==================== binary_dot_accum
File: src/rtl/binary_dot_accum.sv
`default_nettype none
// ============================================================================
// Module   : binary_dot_accum
// Purpose  : Binary-weight (+1/-1) multi-beat dot-product accumulator with a
//            saturated signed result; optional ReLU via BINARY_DOT_ACCUM_RELU_EN.
// Revision : 1.0
// ============================================================================
module binary_dot_accum #(
    parameter int LANES     = 16,
    parameter int DW        = 16,
    parameter int MAX_BEATS = 16
) (
    input  logic                       clk,
    input  logic                       rst,
    input  logic [LANES-1:0][DW-1:0]   input_neuron,
    input  logic [LANES-1:0]           weight_bits,
    input  logic                       in_valid,
    input  logic                       in_last,
    output logic                       in_ready,
    output logic [DW-1:0]              FinalOut,
    output logic                       out_valid,
    input  logic                       out_ready,
    output logic                       ovf
);

    localparam int LW  = $clog2(LANES);
    localparam int BSW = DW + 1 + LW;
    localparam int AW  = BSW + $clog2(MAX_BEATS);
    localparam int FW  = AW + 1;
    localparam int CW  = $clog2(MAX_BEATS + 2);

    localparam logic [CW-1:0]        CNT_MAX  = CW'(MAX_BEATS);
    localparam logic [CW-1:0]        CNT_SAT  = CW'(MAX_BEATS + 1);
    localparam logic signed [FW-1:0] SAT_MAX  = {{(FW-DW+1){1'b0}}, {(DW-1){1'b1}}};
    localparam logic signed [FW-1:0] SAT_MIN  = {{(FW-DW+1){1'b1}}, {(DW-1){1'b0}}};

    logic                   s1_valid_q;
    logic                   s1_last_q;
    logic signed [BSW-1:0]  s1_sum_q;
    logic signed [AW-1:0]   acc_q;
    logic                   first_q;
    logic [CW-1:0]          cnt_q;
    logic [DW-1:0]          final_q;
    logic                   out_valid_q;
    logic                   ovf_q;

    logic signed [DW:0]     term;
    logic signed [BSW-1:0]  beat_sum;
    logic signed [AW-1:0]   acc_base;
    logic signed [AW-1:0]   acc_d;
    logic signed [FW-1:0]   final_sum;
    logic signed [FW-1:0]   final_relu;
    logic                   sat_hi;
    logic                   sat_lo;
    logic [DW-1:0]          final_d;
    logic [CW-1:0]          cnt_d;
    logic                   accept;
    logic                   s2_fire;
    logic                   ovf_d;

    assign in_ready  = !out_valid_q || out_ready;
    assign accept    = in_valid && in_ready;
    assign s2_fire   = in_ready && s1_valid_q;
    assign FinalOut  = final_q;
    assign out_valid = out_valid_q;
    assign ovf       = ovf_q;

    always_comb begin
        beat_sum = '0;
        term     = '0;
        for (int i = 0; i < LANES; i++) begin
            term = $signed({input_neuron[i][DW-1], input_neuron[i]});
            if (!weight_bits[i]) begin
                term = -term;
            end
            beat_sum = beat_sum + BSW'(term);
        end
    end

    // A first beat loads the accumulator instead of adding to stale content.
    assign acc_base  = first_q ? '0 : acc_q;
    assign acc_d     = acc_base + AW'(s1_sum_q);
    assign final_sum = FW'(acc_base) + FW'(s1_sum_q);

`ifdef BINARY_DOT_ACCUM_RELU_EN
    assign final_relu = final_sum[FW-1] ? '0 : final_sum;
`else
    assign final_relu = final_sum;
`endif

    assign sat_hi  = final_relu > SAT_MAX;
    assign sat_lo  = final_relu < SAT_MIN;
    assign final_d = sat_hi ? SAT_MAX[DW-1:0] :
                     sat_lo ? SAT_MIN[DW-1:0] : final_relu[DW-1:0];

    assign cnt_d = (cnt_q == CNT_SAT) ? cnt_q : cnt_q + 1'b1;
    assign ovf_d = ovf_q
                 | (accept && (cnt_d > CNT_MAX))
                 | (s2_fire && s1_last_q && (sat_hi || sat_lo));

    always_ff @(posedge clk or posedge rst) begin
        if (rst) begin
            s1_valid_q  <= 1'b0;
            s1_last_q   <= 1'b0;
            s1_sum_q    <= '0;
            acc_q       <= '0;
            first_q     <= 1'b1;
            cnt_q       <= '0;
            final_q     <= '0;
            out_valid_q <= 1'b0;
            ovf_q       <= 1'b0;
        end else begin
            ovf_q <= ovf_d;
            if (accept) begin
                cnt_q <= in_last ? '0 : cnt_d;
            end
            // Everything downstream of the input freezes while a result is stalled.
            if (in_ready) begin
                s1_valid_q  <= in_valid;
                if (in_valid) begin
                    s1_sum_q  <= beat_sum;
                    s1_last_q <= in_last;
                end
                out_valid_q <= s1_valid_q && s1_last_q;
                if (s1_valid_q) begin
                    if (s1_last_q) begin
                        final_q <= final_d;
                        first_q <= 1'b1;
                    end else begin
                        acc_q   <= acc_d;
                        first_q <= 1'b0;
                    end
                end
            end
        end
    end

endmodule
`default_nettype wire

File: config.mk
export PLATFORM = sky130hd
export DESIGN_NAME = binary_dot_accum
export DESIGN_NICKNAME = d
export VERILOG_FILES = /design/src/rtl/binary_dot_accum.sv
export SDC_FILE = /design/constraint.sdc
export NUM_CORES = 1
export LEC_CHECK = 0
export ABC_AREA = 0
export CORE_MARGIN = 1
export CORE_UTILIZATION = 36
export DETAILED_ROUTE_END_ITERATION = 8
export GPL_ROUTABILITY_DRIVEN = 0
export RECOVER_POWER = 100
export SETUP_SLACK_MARGIN = 0.05
export SYNTH_ARGS = -nofsm -noshare
export SYNTH_HDL_FRONTEND = slang
export SYNTH_SLANG_ARGS = --single-unit
export TNS_END_PERCENT = 20
File: constraint.sdc
create_clock -name clk -period 4.5 [get_ports clk]
set_clock_uncertainty 0.05 [all_clocks]
set_input_delay 0.9 -clock clk [delete_from_list [all_inputs] [get_ports clk]]
set_output_delay 0.9 -clock clk [all_outputs]
set_load 0.005 [all_outputs]
==================== fetch_unit_flat
--- src/rtl/fetch_unit_if.sv ---
// ============================================================================
// Module      : fetch_unit_if
// Description : Fetch unit bus bundle (ROM port, redirect/halt controls and
//               decoder handshake). Widths come from `DATA_WIDTH and
//               `ROM_ADDR_WIDTH (define.v); fallbacks are supplied here.
// Revision    : 1.0 - initial release
// ============================================================================
`default_nettype none

`ifndef DATA_WIDTH
`define DATA_WIDTH 32
`endif
`ifndef ROM_ADDR_WIDTH
`define ROM_ADDR_WIDTH 8
`endif

interface fetch_unit_if;
    logic [`ROM_ADDR_WIDTH-1:0] rom_addr;
    logic [`DATA_WIDTH-1:0]     instructor;
    logic                       jump_en;
    logic [`ROM_ADDR_WIDTH-1:0] jump_addr;
    logic                       halt;
    logic                       ir_valid;
    logic                       ir_ready;
    logic [`DATA_WIDTH-1:0]     ir_data;
    logic [`ROM_ADDR_WIDTH-1:0] ir_pc;

    // master: the fetch unit itself; slave: ROM, control and decoder side
    modport master (
        output rom_addr,
        input  instructor,
        input  jump_en,
        input  jump_addr,
        input  halt,
        output ir_valid,
        input  ir_ready,
        output ir_data,
        output ir_pc
    );

    modport slave (
        input  rom_addr,
        output instructor,
        output jump_en,
        output jump_addr,
        output halt,
        input  ir_valid,
        output ir_ready,
        input  ir_data,
        input  ir_pc
    );
endinterface

`default_nettype wire

--- src/rtl/fetch_unit.sv ---
// ============================================================================
// Module      : fetch_unit
// Description : Instruction fetch with prefetch queue, redirect and halt.
//               Macro FETCH_PREFETCH_EN selects a 2-entry queue (else 1 entry).
// Revision    : 1.0 - initial release
// ============================================================================
`default_nettype none

`ifndef DATA_WIDTH
`define DATA_WIDTH 32
`endif
`ifndef ROM_ADDR_WIDTH
`define ROM_ADDR_WIDTH 8
`endif

module fetch_unit #(
    parameter logic [`ROM_ADDR_WIDTH-1:0] RESET_PC = '0
) (
    input  wire logic    clk,
    input  wire logic    rst_n,
    fetch_unit_if.master bus
);

    localparam int c_aw = `ROM_ADDR_WIDTH;
    localparam int c_dw = `DATA_WIDTH;
`ifdef FETCH_PREFETCH_EN
    localparam int c_depth = 2;
`else
    localparam int c_depth = 1;
`endif
    localparam int c_cnt_w = $clog2(c_depth + 1);

    typedef enum logic [1:0] {
        S_BOOT   = 2'd0,
        S_RUN    = 2'd1,
        S_HALTED = 2'd2
    } state_t;

    state_t                 r_state;
    state_t                 w_state_nxt;

    logic [c_aw-1:0]        r_pc;
    logic                   r_inflight;
    logic [c_aw-1:0]        r_issued_pc;
    logic [c_cnt_w-1:0]     r_count;
    logic                   r_valid;
    logic [c_dw-1:0]        r_q_data [c_depth];
    logic [c_aw-1:0]        r_q_pc   [c_depth];

    logic                   w_jump;
    logic                   w_capture;
    logic                   w_pop;
    logic                   w_issue;
    logic [c_cnt_w:0]       w_occ_after;
    logic [c_cnt_w-1:0]     w_count_nxt;
    logic [c_cnt_w-1:0]     w_wr_idx;
    logic [c_dw-1:0]        w_q_data_nxt [c_depth];
    logic [c_aw-1:0]        w_q_pc_nxt   [c_depth];

    // ------------------------------------------------------------------
    // Control state machine
    // ------------------------------------------------------------------
    always_ff @(posedge clk) begin
        if (!rst_n) begin
            r_state <= S_BOOT;
        end else begin
            r_state <= w_state_nxt;
        end
    end

    always_comb begin
        w_state_nxt = r_state;
        w_jump      = 1'b0;
        w_capture   = 1'b0;
        case (r_state)
            S_BOOT: begin
                w_state_nxt = S_RUN;
            end
            S_RUN: begin
                w_jump    = bus.jump_en;
                w_capture = r_inflight && !bus.jump_en;
                if (bus.halt) begin
                    w_state_nxt = S_HALTED;
                end
            end
            S_HALTED: begin
                // Halt only gates issue; a pending ROM return still lands.
                w_jump    = bus.jump_en;
                w_capture = r_inflight && !bus.jump_en;
                if (!bus.halt) begin
                    w_state_nxt = S_RUN;
                end
            end
            default: begin
                w_state_nxt = S_BOOT;
            end
        endcase
    end

    // ------------------------------------------------------------------
    // Issue decision: occupancy counted after this cycle's dequeue so the
    // queue can stream one instruction per cycle without ever overflowing.
    // ------------------------------------------------------------------
    assign w_pop       = r_valid && bus.ir_ready;
    assign w_occ_after = ({1'b0, r_count} + {{c_cnt_w{1'b0}}, r_inflight})
                         - {{c_cnt_w{1'b0}}, w_pop};
    assign w_issue     = !bus.halt && !bus.jump_en
                         && (w_occ_after < (c_cnt_w + 1)'(c_depth));

    always_ff @(posedge clk) begin
        if (!rst_n) begin
            r_pc        <= RESET_PC;
            r_inflight  <= 1'b0;
            r_issued_pc <= '0;
        end else begin
            r_inflight <= w_issue;
            if (w_issue) begin
                r_issued_pc <= r_pc;
            end
            if (w_jump) begin
                r_pc <= bus.jump_addr;
            end else if (w_issue) begin
                r_pc <= r_pc + c_aw'(1);
            end
        end
    end

    // ------------------------------------------------------------------
    // Prefetch queue: shift-register FIFO, entry 0 is the head.
    // ------------------------------------------------------------------
    always_comb begin
        w_q_data_nxt = r_q_data;
        w_q_pc_nxt   = r_q_pc;
        w_count_nxt  = r_count;
        w_wr_idx     = r_count;
        if (w_jump) begin
            w_count_nxt = '0;
        end else begin
            if (w_pop) begin
                w_wr_idx = r_count - c_cnt_w'(1);
                for (int i = 0; i < c_depth - 1; i++) begin
                    w_q_data_nxt[i] = r_q_data[i + 1];
                    w_q_pc_nxt[i]   = r_q_pc[i + 1];
                end
            end
            if (w_capture) begin
                for (int i = 0; i < c_depth; i++) begin
                    if (c_cnt_w'(i) == w_wr_idx) begin
                        w_q_data_nxt[i] = bus.instructor;
                        w_q_pc_nxt[i]   = r_issued_pc;
                    end
                end
            end
            w_count_nxt = r_count + c_cnt_w'(w_capture) - c_cnt_w'(w_pop);
        end
    end

    always_ff @(posedge clk) begin
        if (!rst_n) begin
            r_count <= '0;
            r_valid <= 1'b0;
            for (int i = 0; i < c_depth; i++) begin
                r_q_data[i] <= '0;
                r_q_pc[i]   <= '0;
            end
        end else begin
            r_count  <= w_count_nxt;
            r_valid  <= (w_count_nxt != '0);
            r_q_data <= w_q_data_nxt;
            r_q_pc   <= w_q_pc_nxt;
        end
    end

    a_no_overflow: assert property (@(posedge clk) disable iff (!rst_n)
        !(w_capture && !w_pop && (r_count == c_cnt_w'(c_depth))));

    assign bus.rom_addr = r_pc;
    assign bus.ir_valid = r_valid;
    assign bus.ir_data  = r_q_data[0];
    assign bus.ir_pc    = r_q_pc[0];

endmodule

`default_nettype wire

--- src/flat_wrapper.sv ---
// flat-port wrapper written by rule: the top's interface ports become plain ports
module fetch_unit_flat 
#(
    parameter logic [`ROM_ADDR_WIDTH-1:0] RESET_PC = '0
)
  (clk, rst_n, bus_rom_addr, bus_instructor, bus_jump_en, bus_jump_addr, bus_halt, bus_ir_valid, bus_ir_ready, bus_ir_data, bus_ir_pc);
  fetch_unit_if bus_i ();
  input  wire logic clk;
  input  wire logic rst_n;
  output wire logic [$bits(bus_i.rom_addr)-1:0] bus_rom_addr;
  input wire logic [$bits(bus_i.instructor)-1:0] bus_instructor;
  input wire logic [$bits(bus_i.jump_en)-1:0] bus_jump_en;
  input wire logic [$bits(bus_i.jump_addr)-1:0] bus_jump_addr;
  input wire logic [$bits(bus_i.halt)-1:0] bus_halt;
  output wire logic [$bits(bus_i.ir_valid)-1:0] bus_ir_valid;
  input wire logic [$bits(bus_i.ir_ready)-1:0] bus_ir_ready;
  output wire logic [$bits(bus_i.ir_data)-1:0] bus_ir_data;
  output wire logic [$bits(bus_i.ir_pc)-1:0] bus_ir_pc;
  assign bus_rom_addr = bus_i.rom_addr;
  assign bus_i.instructor = bus_instructor;
  assign bus_i.jump_en = bus_jump_en;
  assign bus_i.jump_addr = bus_jump_addr;
  assign bus_i.halt = bus_halt;
  assign bus_ir_valid = bus_i.ir_valid;
  assign bus_i.ir_ready = bus_ir_ready;
  assign bus_ir_data = bus_i.ir_data;
  assign bus_ir_pc = bus_i.ir_pc;
  fetch_unit #(.RESET_PC(RESET_PC)) u_core (.clk(clk), .rst_n(rst_n), .bus(bus_i));
endmodule
--- config.mk ---
export PLATFORM = sky130hd
export DESIGN_NAME = fetch_unit_flat
export DESIGN_NICKNAME = d
export VERILOG_FILES = /design/src/rtl/fetch_unit_if.sv /design/src/rtl/fetch_unit.sv /design/src/flat_wrapper.sv
export SDC_FILE = /design/constraint.sdc
export NUM_CORES = 1
export LEC_CHECK = 0
export CAP_MARGIN = 20
export CORE_ASPECT_RATIO = 0.6
export CORE_MARGIN = 3
export CORE_UTILIZATION = 44
export DETAILED_ROUTE_END_ITERATION = 6
export PLACE_DENSITY = 0.82
export SYNTH_ARGS = -nofsm -noshare
export SYNTH_HDL_FRONTEND = slang
export SYNTH_SLANG_ARGS = --single-unit
--- constraint.sdc ---
create_clock -name clk -period 2.5 [get_ports clk]
set_input_delay 0.25 -clock clk [delete_from_list [all_inputs] [get_ports clk]]
set_output_delay 0.25 -clock clk [all_outputs]
set_load 0.01 [all_outputs]
==================== issue_scheduler
### src/rtl/issue_scheduler_pkg.sv
// Shared types and constants for the decode-to-execute issue scheduler.
// Control-bundle bit positions, the slot payload struct and FSM encoding live here.
package issue_scheduler_pkg;

    localparam int unsigned XLEN   = 32;
    localparam int unsigned REG_W  = 5;
    localparam int unsigned CTRL_W = 6;

    localparam int unsigned CTRL_REG_WRITE   = 0;
    localparam int unsigned CTRL_MEM_READ    = 1;
    localparam int unsigned CTRL_MEM_WRITE   = 2;
    localparam int unsigned CTRL_COND_BRANCH = 3;
    localparam int unsigned CTRL_JAL         = 4;
    localparam int unsigned CTRL_JALR        = 5;

    typedef logic [CTRL_W-1:0] ctrl_t;

    typedef enum logic {
        ST_PAIR = 1'b0,
        ST_HOLD = 1'b1
    } state_t;

    typedef struct packed {
        logic [XLEN-1:0] inst;
        ctrl_t           ctrl;
        logic [XLEN-1:0] pc;
    } slot_t;

    function automatic logic uses_mem(input ctrl_t c);
        return c[CTRL_MEM_READ] | c[CTRL_MEM_WRITE];
    endfunction

    function automatic logic uses_branch(input ctrl_t c);
        return c[CTRL_COND_BRANCH] | c[CTRL_JAL] | c[CTRL_JALR];
    endfunction

endpackage

### src/rtl/pair_hazard_check.sv
// Combinational structural/data hazard check between the two decoded slots.
// RAW check is conservative: rs fields are compared regardless of instruction format.
module pair_hazard_check
    import issue_scheduler_pkg::*;
(
    input  logic [XLEN-1:0] i_inst0,
    input  logic [XLEN-1:0] i_inst1,
    input  ctrl_t           i_ctrl0,
    input  ctrl_t           i_ctrl1,
    input  logic            i_valid0,
    input  logic            i_valid1_eff,
    output logic            o_conflict,
    output logic            o_raw,
    output logic            o_mem,
    output logic            o_br
);

    logic [REG_W-1:0] w_rd0;
    logic [REG_W-1:0] w_rs1_1;
    logic [REG_W-1:0] w_rs2_1;
    logic             w_both;
    logic             w_unused_fields;

    assign w_rd0   = i_inst0[11:7];
    assign w_rs1_1 = i_inst1[19:15];
    assign w_rs2_1 = i_inst1[24:20];
    assign w_both  = i_valid0 & i_valid1_eff;

    assign o_raw = w_both & i_ctrl0[CTRL_REG_WRITE] & (w_rd0 != '0)
                 & ((w_rd0 == w_rs1_1) | (w_rd0 == w_rs2_1));
    // Single memory port and single branch unit: two users cannot share a cycle.
    assign o_mem = w_both & uses_mem(i_ctrl0) & uses_mem(i_ctrl1);
    assign o_br  = w_both & uses_branch(i_ctrl0) & uses_branch(i_ctrl1);
    assign o_conflict = o_raw | o_mem | o_br;

    assign w_unused_fields = ^{i_inst0[31:12], i_inst0[6:0], i_inst1[31:25],
                               i_inst1[14:0], i_ctrl1[CTRL_REG_WRITE]};

endmodule

### src/rtl/issue_scheduler.sv
// Decode-to-execute pipeline register that dual-issues a slot pair or splits it,
// holding slot1 for one cycle; also handles flush, backpressure and a split counter.
module issue_scheduler
    import issue_scheduler_pkg::*;
#(
    parameter int unsigned CNT_W = 16
) (
    input  logic             clock_i,
    input  logic             reset_i,
    input  logic [XLEN-1:0]  inst0_i,
    input  logic [XLEN-1:0]  inst1_i,
    input  ctrl_t            ctrl0_i,
    input  ctrl_t            ctrl1_i,
    input  logic [XLEN-1:0]  pc_0_i,
    input  logic [XLEN-1:0]  pc_1_i,
    input  logic             valid0_i,
    input  logic             valid1_i,
    input  logic             pred_taken_0_i,
    input  logic             flush_i,
    input  logic             exec_ready_i,
    output logic [XLEN-1:0]  inst_a_o,
    output logic [XLEN-1:0]  inst_b_o,
    output ctrl_t            ctrl_a_o,
    output ctrl_t            ctrl_b_o,
    output logic [XLEN-1:0]  pc_a_o,
    output logic [XLEN-1:0]  pc_b_o,
    output logic             valid_a_o,
    output logic             valid_b_o,
    output logic             stall_o,
    output logic [CNT_W-1:0] split_count_o
);

    state_t           r_state,      w_state_nxt;
    slot_t            r_lane_a,     w_lane_a_nxt;
    slot_t            r_lane_b,     w_lane_b_nxt;
    logic             r_valid_a,    w_valid_a_nxt;
    logic             r_valid_b,    w_valid_b_nxt;
    slot_t            r_hold,       w_hold_nxt;
    logic             r_hold_valid, w_hold_valid_nxt;
    logic [CNT_W-1:0] r_count,      w_count_nxt;

    slot_t w_slot0;
    slot_t w_slot1;
    logic  w_v1;
    logic  w_conflict;
    logic  w_raw;
    logic  w_mem;
    logic  w_br;
    logic  w_unused_dbg;

    assign w_slot0 = '{inst: inst0_i, ctrl: ctrl0_i, pc: pc_0_i};
    assign w_slot1 = '{inst: inst1_i, ctrl: ctrl1_i, pc: pc_1_i};
    // A taken-predicted slot0 makes slot1 wrong-path.
    assign w_v1    = valid1_i & ~(valid0_i & pred_taken_0_i);

    pair_hazard_check u_hazard (
        .i_inst0      (inst0_i),
        .i_inst1      (inst1_i),
        .i_ctrl0      (ctrl0_i),
        .i_ctrl1      (ctrl1_i),
        .i_valid0     (valid0_i),
        .i_valid1_eff (w_v1),
        .o_conflict   (w_conflict),
        .o_raw        (w_raw),
        .o_mem        (w_mem),
        .o_br         (w_br)
    );

    assign w_unused_dbg = ^{w_raw, w_mem, w_br};

    always_ff @(posedge clock_i) begin
        if (reset_i) begin
            r_state      <= ST_PAIR;
            r_lane_a     <= '0;
            r_lane_b     <= '0;
            r_valid_a    <= 1'b0;
            r_valid_b    <= 1'b0;
            r_hold       <= '0;
            r_hold_valid <= 1'b0;
            r_count      <= '0;
        end else begin
            r_state      <= w_state_nxt;
            r_lane_a     <= w_lane_a_nxt;
            r_lane_b     <= w_lane_b_nxt;
            r_valid_a    <= w_valid_a_nxt;
            r_valid_b    <= w_valid_b_nxt;
            r_hold       <= w_hold_nxt;
            r_hold_valid <= w_hold_valid_nxt;
            r_count      <= w_count_nxt;
        end
    end

    // Flush beats backpressure; backpressure freezes everything via the defaults.
    always_comb begin
        w_state_nxt      = r_state;
        w_lane_a_nxt     = r_lane_a;
        w_lane_b_nxt     = r_lane_b;
        w_valid_a_nxt    = r_valid_a;
        w_valid_b_nxt    = r_valid_b;
        w_hold_nxt       = r_hold;
        w_hold_valid_nxt = r_hold_valid;
        w_count_nxt      = r_count;
        if (flush_i) begin
            w_valid_a_nxt    = 1'b0;
            w_valid_b_nxt    = 1'b0;
            w_hold_valid_nxt = 1'b0;
            w_state_nxt      = ST_PAIR;
        end else if (exec_ready_i) begin
            case (r_state)
                ST_PAIR: begin
                    w_lane_a_nxt  = w_slot0;
                    w_valid_a_nxt = valid0_i;
                    if (w_conflict) begin
                        w_valid_b_nxt    = 1'b0;
                        w_hold_nxt       = w_slot1;
                        w_hold_valid_nxt = 1'b1;
                        w_state_nxt      = ST_HOLD;
                        if (r_count != {CNT_W{1'b1}}) begin
                            w_count_nxt = r_count + CNT_W'(1);
                        end
                    end else begin
                        w_lane_b_nxt  = w_slot1;
                        w_valid_b_nxt = w_v1;
                    end
                end
                ST_HOLD: begin
                    w_lane_a_nxt     = r_hold;
                    w_valid_a_nxt    = r_hold_valid;
                    w_valid_b_nxt    = 1'b0;
                    w_hold_valid_nxt = 1'b0;
                    w_state_nxt      = ST_PAIR;
                end
            endcase
        end
    end

    assign inst_a_o      = r_lane_a.inst;
    assign ctrl_a_o      = r_lane_a.ctrl;
    assign pc_a_o        = r_lane_a.pc;
    assign inst_b_o      = r_lane_b.inst;
    assign ctrl_b_o      = r_lane_b.ctrl;
    assign pc_b_o        = r_lane_b.pc;
    assign valid_a_o     = r_valid_a;
    assign valid_b_o     = r_valid_b;
    assign split_count_o = r_count;
    assign stall_o       = (r_state == ST_HOLD) | ~exec_ready_i;

endmodule
### config.mk
export PLATFORM = sky130hd
export DESIGN_NAME = issue_scheduler
export DESIGN_NICKNAME = d
export VERILOG_FILES = /design/src/rtl/issue_scheduler_pkg.sv /design/src/rtl/pair_hazard_check.sv /design/src/rtl/issue_scheduler.sv
export SDC_FILE = /design/constraint.sdc
export NUM_CORES = 1
export LEC_CHECK = 0
export ABC_CLOCK_PERIOD_IN_PS = 4200
export CORE_ASPECT_RATIO = 1.1
export CORE_UTILIZATION = 49
export CTS_BUF_LIST = sky130_fd_sc_hd__clkbuf_8 sky130_fd_sc_hd__clkbuf_16
export DETAILED_ROUTE_END_ITERATION = 7
export PLACE_DENSITY_LB_ADDON = 0.05
export SYNTH_ARGS = -nofsm -noshare
export SYNTH_HDL_FRONTEND = slang
export SYNTH_SLANG_ARGS = --single-unit
### constraint.sdc
create_clock -name clock_i -period 4.2 [get_ports clock_i]
set_input_delay 0.84 -clock clock_i [delete_from_list [all_inputs] [get_ports clock_i]]
set_output_delay 0.84 -clock clock_i [all_outputs]
set_load 0.02 [all_outputs]
==> issue_scheduler/util_map.png <==
The die is cut into 13 by 14 equal tiles; white is low, dark blue is high, 0 to 100% covered.
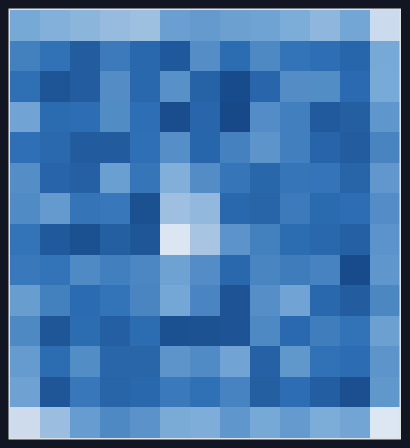
fullest tile: 90%
tiles over 75% full: 37%
mean over tiles: 67%
floorplan utilization: 0.507
Core ar.: 17,900 µm²
Finished Core Util: 0.731

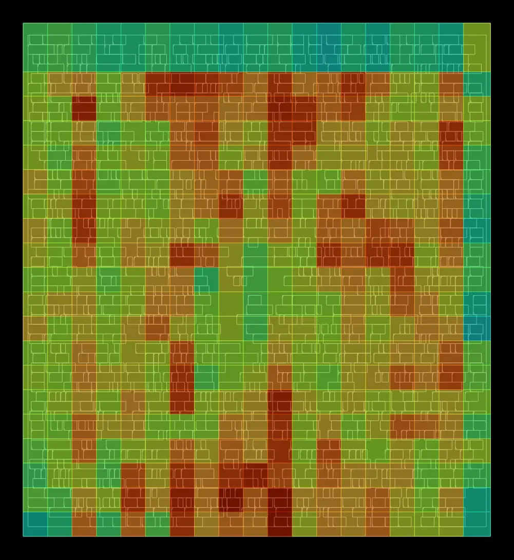
(issue_scheduler/congestion_map.png)
busiest grt layer: met2
DR WL/cell: 17.0 µm

==> impl_metrics.ini, issue_scheduler <==
; yosys + openroad results
[synth]
avgSynthCellArea_um2 = 9.13
top_area_cell = dfxtp_1
yosys.area_share.simple = 0.158

[sta]
setup_viol = 0
rsz0062_at_grt = no

[placed_design]
placed_area_um2 = 12300

[layout]
final_nets = 1411
comb_share = 0.315
clock_buffers = 32
layout.cells.non_filler = 1519
logic_gates = 684

[setup_path]
path_cells = clkdlybuf4s50_1 > inv_2 > nor2_1 > inv_2 > nor2_1 > and3_1 > a21o_4 > buf_4 > mux2i_1 > nor2_1
cp_slowest_cell = a21o_4
crit_fanout = 52
crit_arrival_ns = 3.65
cp-end-kind = flip-flop
r2r_cells = 8
critPathCapture = r_hold[29]

[route]
top_layer = met4

[run_status]
status = finished clean

[cts]
cts_made_buffers = 24
post_cts_buffers = 0
-- issue_scheduler: sequential cells by signal, summed over array words and instances, names as in the netlist, 6 cells and up --
signal         count
ctrl_b_o           6
inst_a_o          32
pc_b_o            32
r_hold            70
inst_b_o          32
split_count_o     16
ctrl_a_o           6
pc_a_o            32
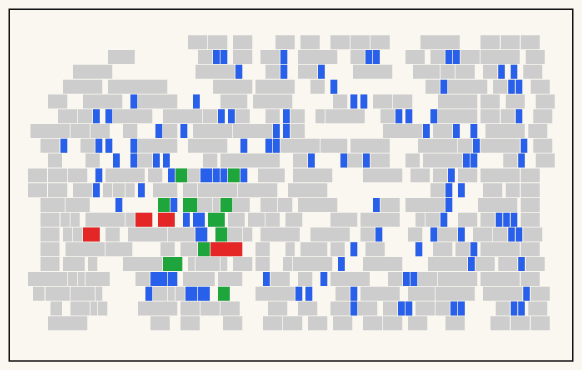
(fetch_unit_flat/gates.png)
| color | family | cells |
|---|---|---|
| red | xor and xnor cells | 4 |
| blue | nand cells | 108 |
| green | and/or cells | 10 |
Commonest Layout Cell: nand2_1
Layout Cells excl Fill: 467
combinational share of cell area: 0.323

==> impl_metrics.ini, fetch_unit_flat <==
; yosys + openroad results
[layout]
buf_share = 0.266
insertedDiodeCount = 0
clock_buffers = 10
final_nets = 438
lay_top_cells = nand2_1, clkdlybuf4s50_1, dfxtp_1
finish.utilization = 0.708

[route]
vias = 2308
drt_iter0_drc = 101
vias_per_cell = 4.94
drt-met1-wl_um = 3020
top_layer = met4
drc = 0

[worst_hold_path]
min-delay-start = u_core.bus.ir_data[28]

[setup_path]
crit_fanout = 5
startpoint = bus_ir_ready
r2r_cells = 8
cp_data_required_time_ns = 2.77
r2r-start = u_core.r_count

[placed_design]
placed_area_um2 = 3520
port_buffers = 93

[global_route]
first_global_vias = 2144
antenna_found_initial = 0
track_usage = 0.207
met1_usage = 0.270
use_met3 = 0.0806

[floorplanning]
design.die.area_um2 = 6660
io_pins = 94

[synth]
syn_area_um2 = 2500
avgSynthCellArea_um2 = 8.54
ys_top_cells_by_area = dfxtp_1, nand2_1, a21boi_1
ys_sh_xor = 0.0170

[sta]
final_hold_viol_count = 0
setup_viol = 0
whs_ns = 0.452

[cts]
clkLatencyLatePin_ns = 0.34
ctsResizeCount = 0

[run_status]
status = finished clean
## fetch_unit_flat: worst max-delay path: stages
cell and delay (ns):
clkdlybuf4s50_1 0.41, and2_1 0.16, ha_1 0.26, inv_1 0.04, ha_1 0.29, nor3_4 0.20, nand2_2 0.08, or4_1 0.51
a31oi_1 0.17
## fetch_unit_flat: state kept, by name, summed over array words and instances, names as in the netlist
register / flops
u_core.r_state: 2
u_core.bus.ir_pc: 8
u_core.r_count: 1
u_core.r_inflight: 1
u_core.bus.rom_addr: 8
u_core.bus.ir_data: 32
u_core.r_issued_pc: 8
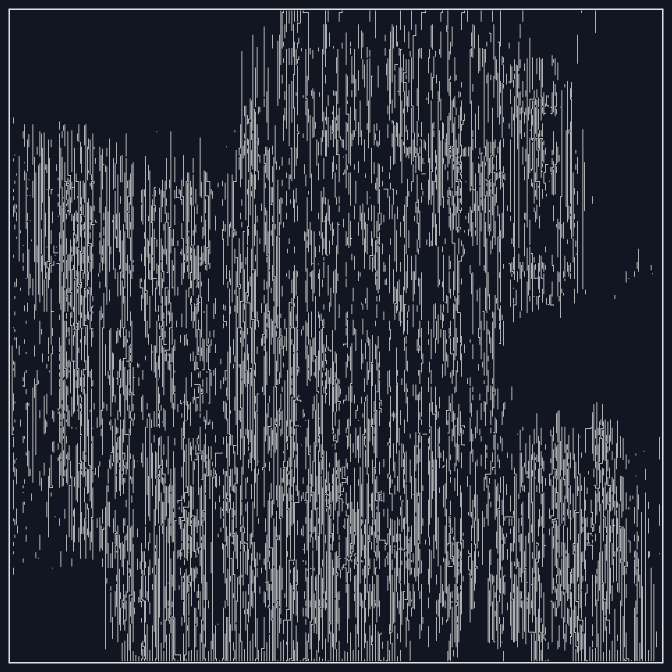
(binary_dot_accum/m2.png)
main direction: vertical
longest straight run: 60.5 µm
share of all routed wire: 50%
nets with wire on the layer: 2,833
GR Util met2: 0.428
via count: 16,078
drt total wl: 58,500 µm

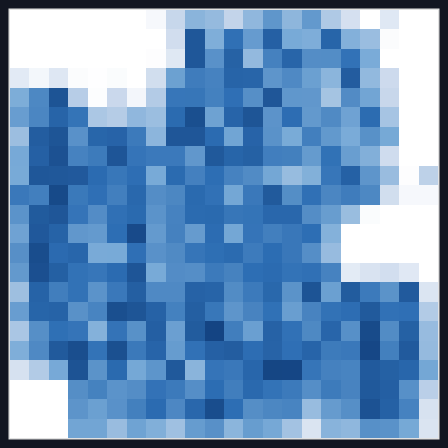
(binary_dot_accum/util_map.png)
The die is cut into 22 by 22 equal tiles; white is low, dark blue is high, 0 to 100% covered.
fullest tile: 92%
mean over tiles: 53%
emptiest ninth of the die: top left
nearly empty tiles: 14%
tiles over 75% full: 24%

==> impl_metrics.ini, binary_dot_accum <==
; yosys + openroad results
[layout]
inv_count = 309
lay_top_count = buf_4
logic_area_um2 = 14900
fill_cells = 3859
final_nets = 3219
nNonClkBuffers = 762
insertedDiodeCount = 5
final-clk-cell-share = 0.0120
lay_top_cells = buf_4, inv_1, fa_1
buf_share = 0.259

[route]
drc = 0
firstDrtPassIters = 5
vias_per_cell = 4.98
wl_per_cell_um = 18.1

[cts]
cts_made_buffers = 9
post_cts_buffers = 7
root_buffer = clkbuf_16
clkLatencyLatePin_ns = 0.34

[synth]
synthAoiAreaFrac = 0.127
yosysTopAreaCellShare = 0.301
topCombFamilyByArea = adder cells
synth_seq_share = 0.110
syn_nets = 2503
synthCells = 1910
synth_cell_type_count = 72
top_area_cell = fa_1
ff_type = dfrtp_1
synth-adder-area-share = 0.354

[sta]
setup_viol = 20
rsz0062_at_grt = yes
whs_ns = 0.424
layout_setup_ws_ns = -2.37
slew_violations = 49

[global_route]
grt_max_degree = 49
antenna_found_initial = 10
track_usage = 0.246
first_global_vias = 16858

[setup_path]
path_class = input pin to flip-flop
crit_fanout = 3
worstSetupPathDepth = 27
critPathLaunchType = input pin
cpMostUsedCell = fa_1

[placed_design]
placed_area_um2 = 23400

[floorplanning]
rows = 77
die_w_um = 215

[job]
maxCapViolations = 1

[run_status]
violations = max-capacitance violations, max-slew violations, negative setup slack
status = finished with violations
==> binary_dot_accum: registers in the layout, indices dropped and copies added, names as in the netlist <==
signal      flops
FinalOut       16
s1_last_q       1
s1_valid_q      1
s1_sum_q       21
ovf             1
acc_q          25
cnt_q           5
first_q         1
out_valid       1
==> binary_dot_accum: metal layers <==
metal | share of wire | up-vias
met5 | 0.0010 | -
met4 | 0.026 | 10
met3 | 0.055 | 90
met2 | 0.50 | 461
met1 | 0.42 | 7879
li1 | - | 7638


## Gallery

Metal layers overlaid.
image #1
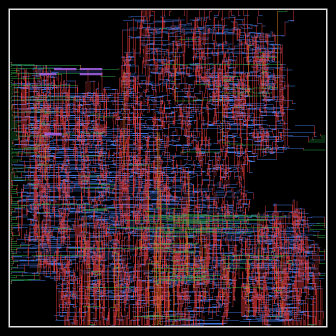
image #2
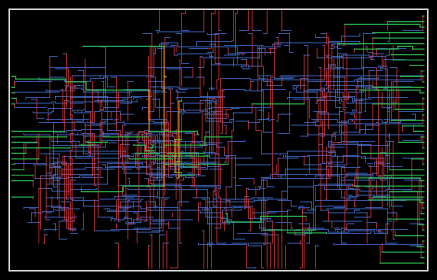
image #3
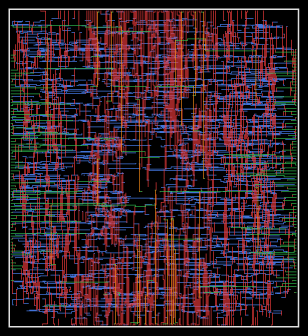
Image #1 is binary_dot_accum.
Image #3 is issue_scheduler.
Image #2 is fetch_unit_flat.
The one with the most wire is image #1.
The one with the least wire is image #2.

